==================== design 1
==> design_1/placement_by_type.png <==
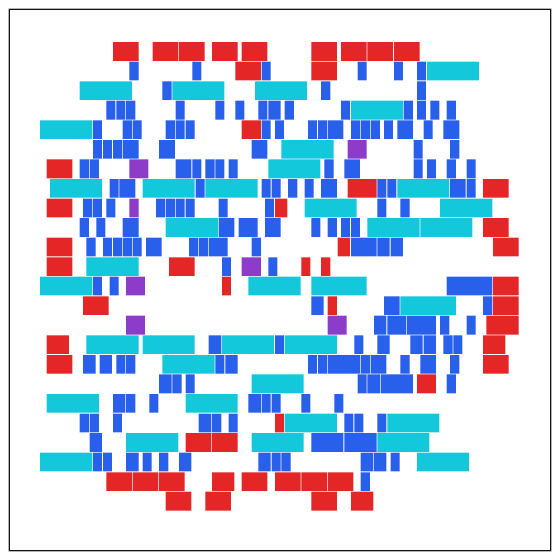

--- config.mk ---
export PLATFORM = sky130hd
export DESIGN_NAME = alu_serial_sequencer
export DESIGN_NICKNAME = d
export VERILOG_FILES = /design/src/rtl/alu_serial_sequencer.sv
export SDC_FILE = /design/constraint.sdc
export NUM_CORES = 1
export LEC_CHECK = 0
export ABC_AREA = 1
export CAP_MARGIN = 25
export CORE_MARGIN = 4
export CORE_UTILIZATION = 36
export CTS_BUF_LIST = sky130_fd_sc_hd__clkbuf_4
export DETAILED_ROUTE_END_ITERATION = 8
export GPL_TIMING_DRIVEN = 0
export SLEW_MARGIN = 5
export SYNTH_ARGS = -nofsm -noshare
export SYNTH_HDL_FRONTEND = slang
export SYNTH_SLANG_ARGS = --single-unit
--- constraint.sdc ---
create_clock -name clk -period 2 [get_ports clk]
set_input_delay 0.4 -clock clk [delete_from_list [all_inputs] [get_ports clk]]
set_output_delay 0.4 -clock clk [all_outputs]
set_load 0.01 [all_outputs]
--- src/rtl/alu_serial_sequencer.sv ---
// Bit-serial ALU driver: streams operands LSB-first into a 1-bit ALU and reassembles the result word.
// Optional ALU_SEQ_FLAGS_EN adds res_zero/res_neg flag outputs.
module alu_serial_sequencer #(
    parameter int WIDTH = 8
) (
    input  logic             clk,
    input  logic             rst_n,
    input  logic             op_valid,
    output logic             op_ready,
    input  logic [WIDTH-1:0] op_a,
    input  logic [WIDTH-1:0] op_b,
    input  logic [2:0]       op_code,
    output logic             alu_rs1,
    output logic             alu_rs2,
    output logic [2:0]       alu_op,
    output logic             alu_enable,
    output logic             alu_start,
    input  logic             alu_result,
    output logic             res_valid,
    input  logic             res_ready,
    output logic [WIDTH-1:0] res_data,
`ifdef ALU_SEQ_FLAGS_EN
    output logic             res_zero,
    output logic             res_neg,
`endif
    output logic             busy
);

    localparam int CW = $clog2(WIDTH);
    localparam logic [CW-1:0] LAST = CW'(WIDTH - 1);

    typedef enum logic [2:0] {IDLE, PRIME, SHIFT, DRAIN, DONE} state_t;

    state_t           state, state_next;
    logic [WIDTH-1:0] a_sh, b_sh;
    logic [2:0]       op_reg;
    logic [CW-1:0]    cnt;
    logic             capture;

    always_ff @(posedge clk) begin
        if (!rst_n) state <= IDLE;
        else        state <= state_next;
    end

    always_comb begin
        state_next = state;
        case (state)
            IDLE:    if (op_valid)   state_next = PRIME;
            PRIME:                   state_next = SHIFT;
            SHIFT:   if (cnt == LAST) state_next = DRAIN;
            DRAIN:                   state_next = DONE;
            DONE:    if (res_ready)  state_next = IDLE;
            default:                 state_next = IDLE;
        endcase
    end

    // The ALU result lags its operands by one cycle, so SHIFT cycle 0 carries nothing yet.
    assign capture = ((state == SHIFT) && (cnt != '0)) || (state == DRAIN);

    always_ff @(posedge clk) begin
        if (!rst_n) begin
            a_sh       <= '0;
            b_sh       <= '0;
            op_reg     <= '0;
            cnt        <= '0;
            res_data   <= '0;
            alu_rs1    <= 1'b0;
            alu_rs2    <= 1'b0;
            alu_enable <= 1'b0;
            alu_start  <= 1'b0;
        end else begin
            alu_enable <= (state_next == PRIME) || (state_next == SHIFT);
            alu_start  <= (state_next == PRIME);
            alu_rs1    <= 1'b0;
            alu_rs2    <= 1'b0;
            if (state == IDLE && op_valid) begin
                a_sh   <= op_a;
                b_sh   <= op_b;
                op_reg <= op_code;
            end
            if (state_next == SHIFT) begin
                alu_rs1 <= a_sh[0];
                alu_rs2 <= b_sh[0];
                a_sh    <= a_sh >> 1;
                b_sh    <= b_sh >> 1;
            end
            if (state == SHIFT) cnt <= cnt + CW'(1);
            else                cnt <= '0;
            if (capture) res_data <= {alu_result, res_data[WIDTH-1:1]};
        end
    end

`ifdef ALU_SEQ_FLAGS_EN
    logic any_one;

    always_ff @(posedge clk) begin
        if (!rst_n) begin
            any_one  <= 1'b0;
            res_zero <= 1'b0;
            res_neg  <= 1'b0;
        end else begin
            if (state == IDLE && op_valid) any_one <= 1'b0;
            else if (capture)              any_one <= any_one | alu_result;
            // Final capture lands on the DRAIN edge; fold that bit in directly.
            if (state == DRAIN) begin
                res_zero <= ~(any_one | alu_result);
                res_neg  <= alu_result;
            end else if (state == DONE && res_ready) begin
                res_zero <= 1'b0;
                res_neg  <= 1'b0;
            end
        end
    end
`endif

    assign op_ready  = (state == IDLE);
    assign busy      = (state != IDLE);
    assign res_valid = (state == DONE);
    assign alu_op    = (state == PRIME || state == SHIFT || state == DRAIN) ? op_reg : 3'b000;

endmodule

==================== design 2
<file path="src/rtl/key_conditioner.sv">
// Turns raw DE2 push-buttons into debounced levels and one-hot command pulses for the menu FSM.
// Define KEY_AUTOREPEAT_EN to add hold-to-repeat on the REPEAT_MASK keys.
module key_conditioner #(
  parameter int                N_KEYS          = 4,
  parameter int                DEBOUNCE_CYCLES = 4096,
  parameter bit                ACTIVE_LOW      = 1'b1,
  parameter int                REPEAT_DELAY    = 65536,
  parameter int                REPEAT_PERIOD   = 16384,
  parameter logic [N_KEYS-1:0] REPEAT_MASK     = 4'b0011
) (
  input  logic              i_clk,
  input  logic              i_rst,
  input  logic [N_KEYS-1:0] i_key,
  output logic [N_KEYS-1:0] o_pulse,
  output logic [N_KEYS-1:0] o_level,
  output logic              o_busy
);

  localparam int               CNT_W    = $clog2(DEBOUNCE_CYCLES + 1);
  localparam logic [CNT_W-1:0] CNT_LAST = CNT_W'(DEBOUNCE_CYCLES - 1);

  logic [N_KEYS-1:0] key_pressed;
  logic [N_KEYS-1:0] s1_q;
  logic [N_KEYS-1:0] s2_q;
  logic [N_KEYS-1:0] stable_q;
  logic [N_KEYS-1:0] stable_d;
  logic [CNT_W-1:0]  cnt_q [N_KEYS];
  logic [CNT_W-1:0]  cnt_d [N_KEYS];
  logic [N_KEYS-1:0] press;
  logic [N_KEYS-1:0] repeat_hit;
  logic [N_KEYS-1:0] grant;
  logic [N_KEYS-1:0] pending_q;
  logic [N_KEYS-1:0] pending_d;
  logic [N_KEYS-1:0] pulse_q;
  logic              busy_q;

  // Internally 1 always means pressed, so the reset value 0 is the released level.
  assign key_pressed = ACTIVE_LOW ? ~i_key : i_key;

  // Debounce: the counter only runs while s2 disagrees with the accepted level.
  always_comb begin
    stable_d = stable_q;
    for (int k = 0; k < N_KEYS; k++) begin
      cnt_d[k] = '0;
      if (s2_q[k] == stable_q[k]) begin
        cnt_d[k] = '0;
      end else if (cnt_q[k] == CNT_LAST) begin
        stable_d[k] = s2_q[k];
        cnt_d[k]    = '0;
      end else begin
        cnt_d[k] = cnt_q[k] + CNT_W'(1);
      end
    end
  end

  assign press     = stable_d & ~stable_q;
  // Isolate the lowest set pending bit (two's-complement trick).
  assign grant     = pending_q & (~pending_q + N_KEYS'(1));
  assign pending_d = (pending_q & ~grant) | press | repeat_hit;

  // Synchroniser, debounce state, pending queue and registered outputs.
  always_ff @(posedge i_clk or posedge i_rst) begin
    if (i_rst) begin
      s1_q      <= '0;
      s2_q      <= '0;
      stable_q  <= '0;
      pending_q <= '0;
      pulse_q   <= '0;
      busy_q    <= 1'b0;
      for (int k = 0; k < N_KEYS; k++) begin
        cnt_q[k] <= '0;
      end
    end else begin
      s1_q      <= key_pressed;
      s2_q      <= s1_q;
      stable_q  <= stable_d;
      pending_q <= pending_d;
      pulse_q   <= grant;
      busy_q    <= |pending_d;
      for (int k = 0; k < N_KEYS; k++) begin
        cnt_q[k] <= cnt_d[k];
      end
    end
  end

`ifdef KEY_AUTOREPEAT_EN
  localparam int                HOLD_W      = $clog2(REPEAT_DELAY + 1);
  localparam logic [HOLD_W-1:0] HOLD_LAST   = HOLD_W'(REPEAT_DELAY - 1);
  localparam logic [HOLD_W-1:0] HOLD_RELOAD = HOLD_W'(REPEAT_DELAY - REPEAT_PERIOD);

  logic [HOLD_W-1:0] hold_q [N_KEYS];
  logic [HOLD_W-1:0] hold_d [N_KEYS];

  // Hold timer counts only while held before and after the edge; reloading it
  // PERIOD short of the threshold spaces later repeats by REPEAT_PERIOD.
  always_comb begin
    repeat_hit = '0;
    for (int k = 0; k < N_KEYS; k++) begin
      hold_d[k] = '0;
      if (REPEAT_MASK[k] && stable_q[k] && stable_d[k]) begin
        if (hold_q[k] == HOLD_LAST) begin
          repeat_hit[k] = 1'b1;
          hold_d[k]     = HOLD_RELOAD;
        end else begin
          hold_d[k] = hold_q[k] + HOLD_W'(1);
        end
      end else begin
        hold_d[k] = '0;
      end
    end
  end

  // Hold timer registers.
  always_ff @(posedge i_clk or posedge i_rst) begin
    if (i_rst) begin
      for (int k = 0; k < N_KEYS; k++) begin
        hold_q[k] <= '0;
      end
    end else begin
      for (int k = 0; k < N_KEYS; k++) begin
        hold_q[k] <= hold_d[k];
      end
    end
  end
`else
  assign repeat_hit = '0;
`endif

  assign o_pulse = pulse_q;
  assign o_level = stable_q;
  assign o_busy  = busy_q;

endmodule

</file>
<file path="config.mk">
export PLATFORM = sky130hd
export DESIGN_NAME = key_conditioner
export DESIGN_NICKNAME = d
export VERILOG_FILES = /design/src/rtl/key_conditioner.sv
export SDC_FILE = /design/constraint.sdc
export NUM_CORES = 1
export LEC_CHECK = 0
export ABC_CLOCK_PERIOD_IN_PS = 7200
export CAP_MARGIN = 20
export CORE_ASPECT_RATIO = 1.2
export CORE_UTILIZATION = 64
export DETAILED_ROUTE_END_ITERATION = 8
export PLACE_DENSITY = 0.88
export SYNTH_ARGS = -nofsm -noshare
export SYNTH_HDL_FRONTEND = slang
export SYNTH_SLANG_ARGS = --single-unit
</file>
<file path="constraint.sdc">
create_clock -name i_clk -period 7.2 [get_ports i_clk]
set_clock_uncertainty 0.2 [all_clocks]
set_input_delay 1.44 -clock i_clk [delete_from_list [all_inputs] [get_ports i_clk]]
set_output_delay 1.44 -clock i_clk [all_outputs]
set_load 0.02 [all_outputs]
</file>
==================== design 3
--- src/rtl/vote_sequencer_if.sv ---
// Frame-notification and slot-readout signals shared by the vote sequencer and its environment.
interface vote_sequencer_if #(
  parameter int unsigned AW = 12
);
  logic          frame_done;
  logic [1:0]    frame_id;
  logic [AW-1:0] frame_len;
  logic          vote_start;
  logic [2:0]    copy_mask;
  logic          rd_ready;
  logic          rd_en;
  logic [AW-1:0] rd_addr;
  logic          rd_last;
  logic          busy;
  logic          lost;
  logic [7:0]    drop_cnt;

  modport slave (
    input  frame_done, frame_id, frame_len, rd_ready,
    output vote_start, copy_mask, rd_en, rd_addr, rd_last, busy, lost, drop_cnt
  );

  modport master (
    output frame_done, frame_id, frame_len, rd_ready,
    input  vote_start, copy_mask, rd_en, rd_addr, rd_last, busy, lost, drop_cnt
  );
endinterface

--- src/rtl/vote_sequencer.sv ---
// Collects up to three redundant frame copies, launches a vote and streams the slot readout.
// Define VOTE_SEQ_LEN_CHECK_EN to drop groups whose present copies disagree on length.
module vote_sequencer #(
  parameter int unsigned TIMEOUT = 50000,
  parameter int unsigned AW      = 12
) (
  input logic             clk,
  input logic             rst,
  vote_sequencer_if.slave bus
);
  typedef enum logic [2:0] {StIdle, StCollect, StVote, StRead, StDrop} state_e;

  localparam logic [15:0] TimerLast = 16'(TIMEOUT - 1);

  state_e              state_q, state_d;
  logic [2:0]          mask_q, mask_d, mask_acc;
  logic [15:0]         timer_q, timer_d;
  logic [2:0][AW-1:0]  len_q, len_acc;
  logic [AW-1:0]       rd_len_q, rd_len_d, rd_addr_q, rd_addr_d;
  logic                vote_start_q, rd_en_q, rd_last_q, busy_q, lost_q, lost_d;
  logic [2:0]          copy_mask_q;
  logic [7:0]          drop_cnt_q;
  logic [2:0]          id_bit;
  logic                valid_frame, dup, accept, len_mismatch;
  state_e              close_state;

  always_comb begin
    unique case (bus.frame_id)
      2'd1:    id_bit = 3'b001;
      2'd2:    id_bit = 3'b010;
      2'd3:    id_bit = 3'b100;
      default: id_bit = 3'b000;
    endcase
  end

  assign valid_frame = bus.frame_done && (bus.frame_id != 2'd0);
  assign dup         = valid_frame && (state_q == StCollect) && |(mask_q & id_bit);
  assign accept      = valid_frame && ((state_q == StIdle) || ((state_q == StCollect) && !dup));
  assign mask_acc    = accept ? (mask_q | id_bit) : mask_q;

  always_comb begin
    for (int i = 0; i < 3; i++) begin
      len_acc[i] = (accept && id_bit[i]) ? bus.frame_len : len_q[i];
    end
  end

`ifdef VOTE_SEQ_LEN_CHECK_EN
  always_comb begin
    len_mismatch = 1'b0;
    for (int i = 0; i < 3; i++) begin
      for (int j = i + 1; j < 3; j++) begin
        if (mask_acc[i] && mask_acc[j] && (len_acc[i] != len_acc[j])) len_mismatch = 1'b1;
      end
    end
  end
`else
  assign len_mismatch = 1'b0;
`endif

  // A duplicate id leaves mask_acc untouched, so this also covers the duplicate close.
  assign close_state = (($countones(mask_acc) >= 2) && !len_mismatch) ? StVote : StDrop;

  always_comb begin
    state_d   = state_q;
    mask_d    = mask_q;
    timer_d   = timer_q;
    rd_len_d  = rd_len_q;
    rd_addr_d = rd_addr_q;
    // Any valid frame not taken into the group is reported as lost.
    lost_d    = valid_frame && !accept;
    unique case (state_q)
      StIdle: begin
        if (accept) begin
          mask_d  = mask_acc;
          timer_d = '0;
          state_d = StCollect;
        end
      end
      StCollect: begin
        mask_d  = mask_acc;
        timer_d = timer_q + 16'd1;
        if ((mask_acc == 3'b111) || dup || (timer_q == TimerLast)) state_d = close_state;
      end
      StVote: begin
        if (mask_q[0])      rd_len_d = len_q[0];
        else if (mask_q[1]) rd_len_d = len_q[1];
        else                rd_len_d = len_q[2];
        rd_addr_d = '0;
        state_d   = StRead;
      end
      StRead: begin
        if (rd_en_q && bus.rd_ready) begin
          if (rd_addr_q == rd_len_q) begin
            mask_d  = '0;
            state_d = StIdle;
          end else begin
            rd_addr_d = rd_addr_q + 1'b1;
          end
        end
      end
      StDrop: begin
        lost_d  = 1'b1;
        mask_d  = '0;
        state_d = StIdle;
      end
      default: state_d = StIdle;
    endcase
  end

  always_ff @(posedge clk or negedge rst) begin
    if (!rst) begin
      state_q      <= StIdle;
      mask_q       <= '0;
      timer_q      <= '0;
      len_q        <= '0;
      rd_len_q     <= '0;
      rd_addr_q    <= '0;
      vote_start_q <= 1'b0;
      rd_en_q      <= 1'b0;
      rd_last_q    <= 1'b0;
      busy_q       <= 1'b0;
      lost_q       <= 1'b0;
      copy_mask_q  <= '0;
      drop_cnt_q   <= '0;
    end else begin
      state_q      <= state_d;
      mask_q       <= mask_d;
      timer_q      <= timer_d;
      len_q        <= len_acc;
      rd_len_q     <= rd_len_d;
      rd_addr_q    <= rd_addr_d;
      vote_start_q <= (state_d == StVote);
      rd_en_q      <= (state_d == StRead);
      rd_last_q    <= (state_d == StRead) && (rd_addr_d == rd_len_d);
      busy_q       <= (state_d != StIdle);
      lost_q       <= lost_d;
      copy_mask_q  <= ((state_d == StVote) || (state_d == StRead)) ? mask_d : 3'b000;
      if (lost_d && (drop_cnt_q != 8'hFF)) drop_cnt_q <= drop_cnt_q + 8'd1;
    end
  end

  assign bus.vote_start = vote_start_q;
  assign bus.copy_mask  = copy_mask_q;
  assign bus.rd_en      = rd_en_q;
  assign bus.rd_addr    = rd_addr_q;
  assign bus.rd_last    = rd_last_q;
  assign bus.busy       = busy_q;
  assign bus.lost       = lost_q;
  assign bus.drop_cnt   = drop_cnt_q;
endmodule

--- src/flat_wrapper.sv ---
// flat-port wrapper written by rule: the top's interface ports become plain ports
module vote_sequencer_flat 
#(
  parameter int unsigned TIMEOUT = 50000,
  parameter int unsigned AW      = 12
)
  (clk, rst, bus_frame_done, bus_frame_id, bus_frame_len, bus_rd_ready, bus_vote_start, bus_copy_mask, bus_rd_en, bus_rd_addr, bus_rd_last, bus_busy, bus_lost, bus_drop_cnt);
  vote_sequencer_if #(.AW(AW)) bus_i ();
  input logic clk;
  input logic rst;
  input wire logic [$bits(bus_i.frame_done)-1:0] bus_frame_done;
  input wire logic [$bits(bus_i.frame_id)-1:0] bus_frame_id;
  input wire logic [$bits(bus_i.frame_len)-1:0] bus_frame_len;
  input wire logic [$bits(bus_i.rd_ready)-1:0] bus_rd_ready;
  output wire logic [$bits(bus_i.vote_start)-1:0] bus_vote_start;
  output wire logic [$bits(bus_i.copy_mask)-1:0] bus_copy_mask;
  output wire logic [$bits(bus_i.rd_en)-1:0] bus_rd_en;
  output wire logic [$bits(bus_i.rd_addr)-1:0] bus_rd_addr;
  output wire logic [$bits(bus_i.rd_last)-1:0] bus_rd_last;
  output wire logic [$bits(bus_i.busy)-1:0] bus_busy;
  output wire logic [$bits(bus_i.lost)-1:0] bus_lost;
  output wire logic [$bits(bus_i.drop_cnt)-1:0] bus_drop_cnt;
  assign bus_i.frame_done = bus_frame_done;
  assign bus_i.frame_id = bus_frame_id;
  assign bus_i.frame_len = bus_frame_len;
  assign bus_i.rd_ready = bus_rd_ready;
  assign bus_vote_start = bus_i.vote_start;
  assign bus_copy_mask = bus_i.copy_mask;
  assign bus_rd_en = bus_i.rd_en;
  assign bus_rd_addr = bus_i.rd_addr;
  assign bus_rd_last = bus_i.rd_last;
  assign bus_busy = bus_i.busy;
  assign bus_lost = bus_i.lost;
  assign bus_drop_cnt = bus_i.drop_cnt;
  vote_sequencer #(.TIMEOUT(TIMEOUT), .AW(AW)) u_core (.clk(clk), .rst(rst), .bus(bus_i));
endmodule
--- config.mk ---
export PLATFORM = sky130hd
export DESIGN_NAME = vote_sequencer_flat
export DESIGN_NICKNAME = d
export VERILOG_FILES = /design/src/rtl/vote_sequencer_if.sv /design/src/rtl/vote_sequencer.sv /design/src/flat_wrapper.sv
export SDC_FILE = /design/constraint.sdc
export NUM_CORES = 1
export LEC_CHECK = 0
export CORE_MARGIN = 1
export CORE_UTILIZATION = 30
export DETAILED_ROUTE_END_ITERATION = 8
export PLACE_DENSITY_LB_ADDON = 0.1
export SLEW_MARGIN = 30
export SYNTH_ARGS = -nofsm -noshare
export SYNTH_HDL_FRONTEND = slang
export SYNTH_SLANG_ARGS = --single-unit
--- constraint.sdc ---
create_clock -name clk -period 3.3 [get_ports clk]
set_input_delay 0.33 -clock clk [delete_from_list [all_inputs] [get_ports clk]]
set_output_delay 0.33 -clock clk [all_outputs]
set_load 0.01 [all_outputs]

==> screenshots <==
Supply network.
image #1
The bar under the picture is 20 um long. Pins as bars on the die edge. Tap cells in grey.
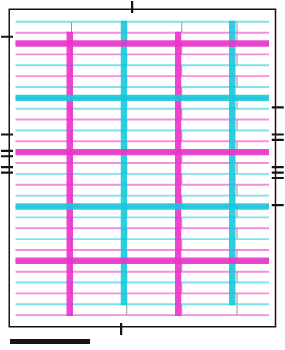
image #2
The bar under the picture is 50 um long. Pins as bars on the die edge. Tap cells in grey.
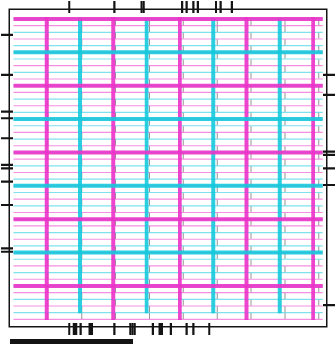
image #3
The bar under the picture is 20 um long. Pins as bars on the die edge. Tap cells in grey.
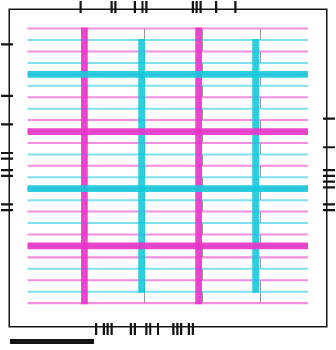
- fewest pins: image #1
- largest die: image #2
| picture | from |
|---|---|
| image #1 | design 2 |
| image #3 | design 1 |
| image #2 | design 3 |

==> design_3/clocks.png <==
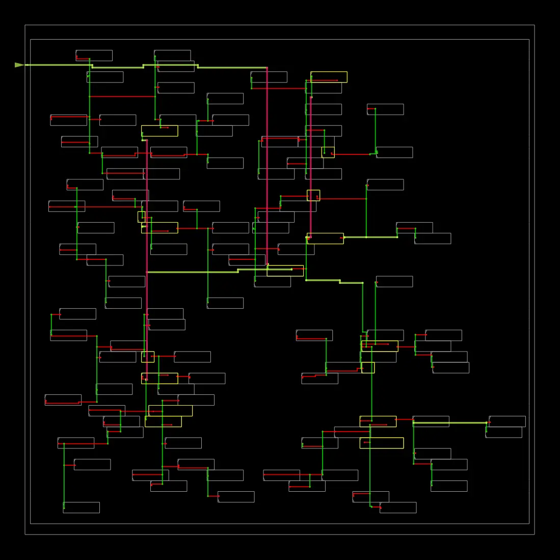
number of buffers created by CTS: 9
worst skew pair latency: 0.35 ns
Clk power: 1.14 mW

==> results_slide.txt, design 3 <==
Run Summary

Run status
  – Status: completed

Cells and area
  – Non-clock buffering overhead: 0.0944
  – Commonest Layout Cell: dfrtp_1
  – Top Registers: u_core.len_q: 36 flops, u_core.timer_q: 16 flops
  – Layout cells sized above 1: 0.157
  – Clock-cell share of area: 0.0555
  – ANT cells: 0
  – Multi-In Gates: approximately 330

Clock network
  – Root buf cell: clkbuf_16
  – Clk slew on worst S/H paths: 0.07 ns

Floorplan
  – Die footprint: between 15000 and 20000 sq um

Synth
  – AO/OA Area Share: 0.0965
  – Ys cells: 467
  – Synth Area in XOR/XNOR: 0.0581
  – Yosys warns: 0
  – Top cells by area: dfrtp_1 (51%), mux2_2 (8.9%), nand2_1 (4.0%)

Critical path
  – Stages on the worst setup path: 8
  – Arr. time, crit path: ~3.3 ns
  – CP Max Fanout: 10
  – WP buf/inv: 0
  – Critical path destination: u_core.bus.rd_last

Drt
  – Wire length per cell: ~15 um
  – Drt first pass iters: 4
  – Top Layer Used: met4

Global route
  – M2 GR Usage: 0.230

STA
  – RSZ-0062 raised after global routing: no
  – Worst-Margin Slew: 0.650 ns
  – Tightest hold margin: ~0.47 ns

Pwr
  – Peak VDD IR: between 0.2 and 0.3 mV
  – Pleak: 2.55 nW

Placement
  – IO buf count: 45
  – Placed instance area: around 5500 sq um
  – Inst Count DP: between 700 and 800
## design 3: where the power goes
part | internal, mW | total [mW] | switching [mW]
clock network | 0.671 | 1.14 | 0.468
registers | 1.29 | 1.42 | 0.134
logic | 0.312 | 0.613 | 0.301
## design 3: what timing repair did
item / 4_1_cts / 5_1_grt
endpoints found under the hold margin: 33 / 0
gates resized: 0 / 1
hold buffers: 1 / 0
endpoints found under the setup margin: 0 / 1
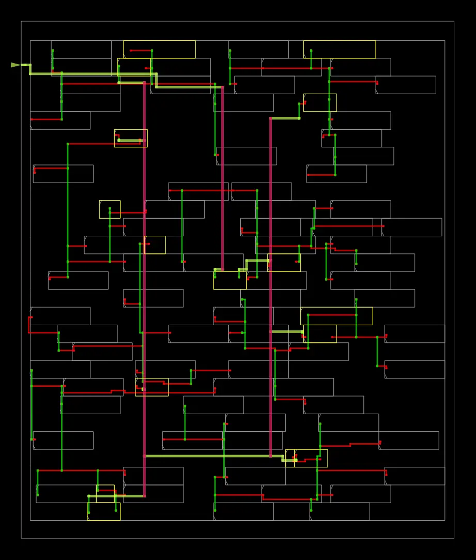
(design_2/clocks.png)
Clk power: 389 uW
CLK BUF: 10
number of buffers created by CTS: 9
flop count: 73
clock sinks: 73

==> results_slide.txt, design 2 <==
Run Summary

Run status
  – Status: completed

Critical path
  – Source of the critical timing path: o_level[0]
  – CP startpoint kind: register

Drt
  – Top Layer Used: met4
  – Detail Route Antenna Nets: 0
  – Wire length per cell: about 15 um
  – WL met1: between 2 and 2.5 mm

Global route
  – Initial antenna violation count: 0
  – Vias in the first global route: around 2000

Pwr
  – Internal power: 660 uW
  – Sw Share: 0.216

Clock network
  – Clk slew on worst S/H paths: 0.07 ns
  – Post_cts resized: 0
  – CTS tree: yes

Synth
  – Fa+ha+maj area frac: 0.0158
  – Synth top cells by count: dfrtp_1 (73), nor2_1 (49), xor2_1 (23), xnor2_1 (20), inv_1 (15)

Placement
  – IO buf count: 14

Cells and area
  – Fin util: 0.775
  – Logic area: between 1000 and 1500 sq um
  – Layout cells sized above 1: 0.0958

Floorplan
  – Core Area: ~4700 sq um
-- design 2: worst reg2reg max path, stage by stage (launching register included) --
cell and delay (ns):
dfrtp_1 0.42, ha_1 0.24, nand3_2 0.18, nor4_2 0.09
a31o_1 0.25, or4b_1 0.53
-- design 2: area by class of cell --
class	count	share of cell area
Clock inverter	6	0.0319
Sequential cell	73	0.506
Timing Repair Buffer	16	0.0430
Tap cell	58	0.0201
Inverter	15	0.0156
Multi-Input combinational cell	193	0.348
Clock buffer	10	0.0353
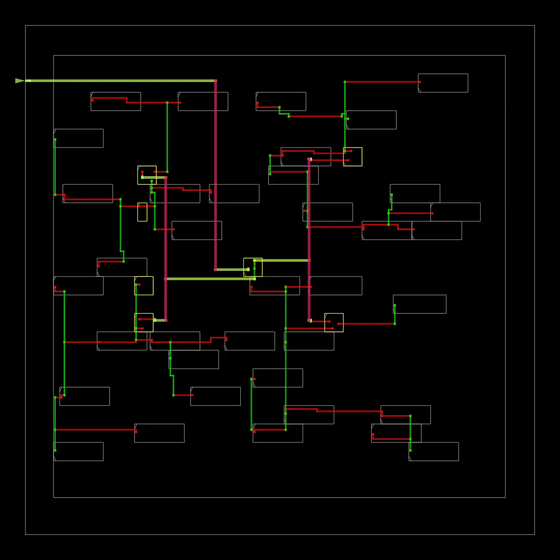
(design_1/clocks.png)
flop count: 37
CLK BUF: 6
skew final: 0.00675 ns
number of buffers created by CTS: 5
Clk power: 381 uW

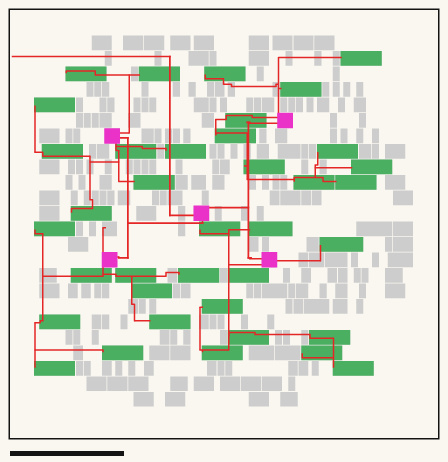
(design_1/clk_routes.png)
The bar under the picture is 20 um long.
[green] flip-flops | count: 37
[magenta] clock drivers | count: 5
[red] clock wires | length: 505 um
flops lie	widely spread
routed clock nets	6

## Picture notes: design_1/placement_by_type.png
colour	class	cells	share of their area
purple	clock drivers and dummy loads	7	2.3%
red	other buffers and delay cells	51	22%
blue	combinational and other logic	183	40%
cyan	flops	37	36%

==> results_slide.txt, design 1 <==
Run Summary

Synth
  – Fa+ha+maj area frac: 0.0231
  – Synthesized Nets: between 200 and 300
  – Ys cells: 230
  – Top cells by area: dfxtp_1 (46%), nor2_1 (16%), nand2_1 (8.3%)
  – FFs w/ async S/R, synth: 0
  – Top cell area share: 0.456
  – Area leader, netlist: dfxtp_1
  – Syn Area/Cell: 7.06 sq um
  – Yosys reg bits: 37
  – Yosys stat chip area: between 1500 and 2000 sq um

Critical path
  – CP required: between 1.5 and 2 ns
  – Stages on the worst setup path: 4
  – Reg-to-reg endpoint: a_sh[4]
  – Crit path largest cell delay: 0.53 ns
  – CP max-delay cell: clkdlybuf4s50_1
  – Arr. time, crit path: around 1.5 ns
  – WP buf/inv: 3
  – Worst setup EP type: output pin

Pwr
  – Seq pwr share: 0.542
  – Internal power: about 1.1 mW
  – Clock share of power: 0.256
  – P_seq: just over 800 uW
  – Sw power: between 400 and 500 uW
  – Sw Share: 0.287
  – Comb pwr: ~300 uW

STA
  – RSZ-0062 raised after global routing: no
  – Relative slew slack: 0.680
  – Worst-Margin Slew: about 0.48 ns
  – Final TNS setup: 0 ns
  – Post-layout period usage: 0.952
  – Final hold violation count: 0

Drt
  – WL final: 3.78 mm
  – Detail Route Antenna Nets: 0
  – WL met1: between 1.5 and 2 mm
  – Initial DRC count: ~70
  – DR vias/cell: 4.62

Cells and area
  – Multi-In Gates: between 150 and 200
  – Largest class: sequential cells
  – Reg area: between 700 and 800 sq um
  – Area Overhead vs Synth: 32.8%
  – Combinational share of cell area: 0.337

Run status
  – Status: completed

Clock network
  – # H-tree levels: 2
  – Cts hold-fix bufs: 0
  – Worst skew pair latency: around 0.34 ns
  – Root buf cell: clkbuf_4
  – CTS tree: yes

Floorplan
  – Rows: 24
  – # Taps: 52
  – Core Area: around 4400 sq um

Global route
  – GRT Util Overall: 0.147
  – M3 GR Usage: 0.0360
  – Largest net degree at the start of global routing: 11

Worst hold path
  – Hold Startpoint: op_reg[2]
design 1: per-stage QoR:
stage / utilization / power (mW) / setup slack [ns] / hold WS [ns] / cell area [sq um]
floorplan: - / 0.996 / 0.543 / 0.417 / 1620
global placement: 0.482 / 1.12 / 0.148 / 0.430 / 2100
detailed placement: 0.482 / 1.12 / 0.158 / 0.443 / 2100
CTS: 0.494 / 1.51 / 0.00602 / 0.460 / 2150
global route: 0.495 / 1.58 / 0.00209 / 0.473 / 2150
finish: 0.495 / 1.49 / 0.0963 / 0.457 / 2150


==> notes/layouts.md <==
Pictures saved along the way, in no particular order.

Routed metal, one colour a layer.
Plate I
The bar under the picture is 20 um long. Only two layers are drawn.
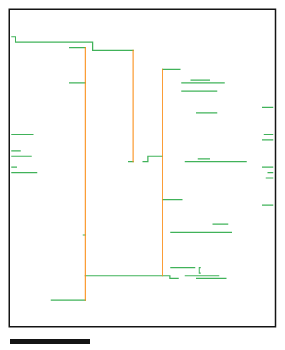
Plate II
The bar under the picture is 20 um long. Only two layers are drawn.
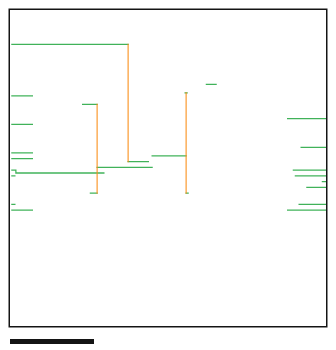
Plate III
The bar under the picture is 50 um long. Only two layers are drawn.
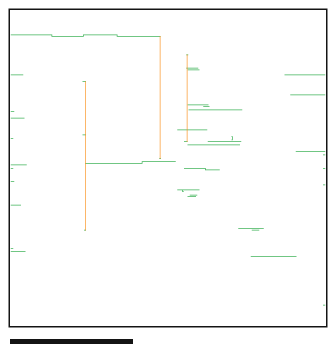
design 3 -> Plate III
design 2 -> Plate I
design 1 -> Plate II

Power and IR drop assume default switching activity.
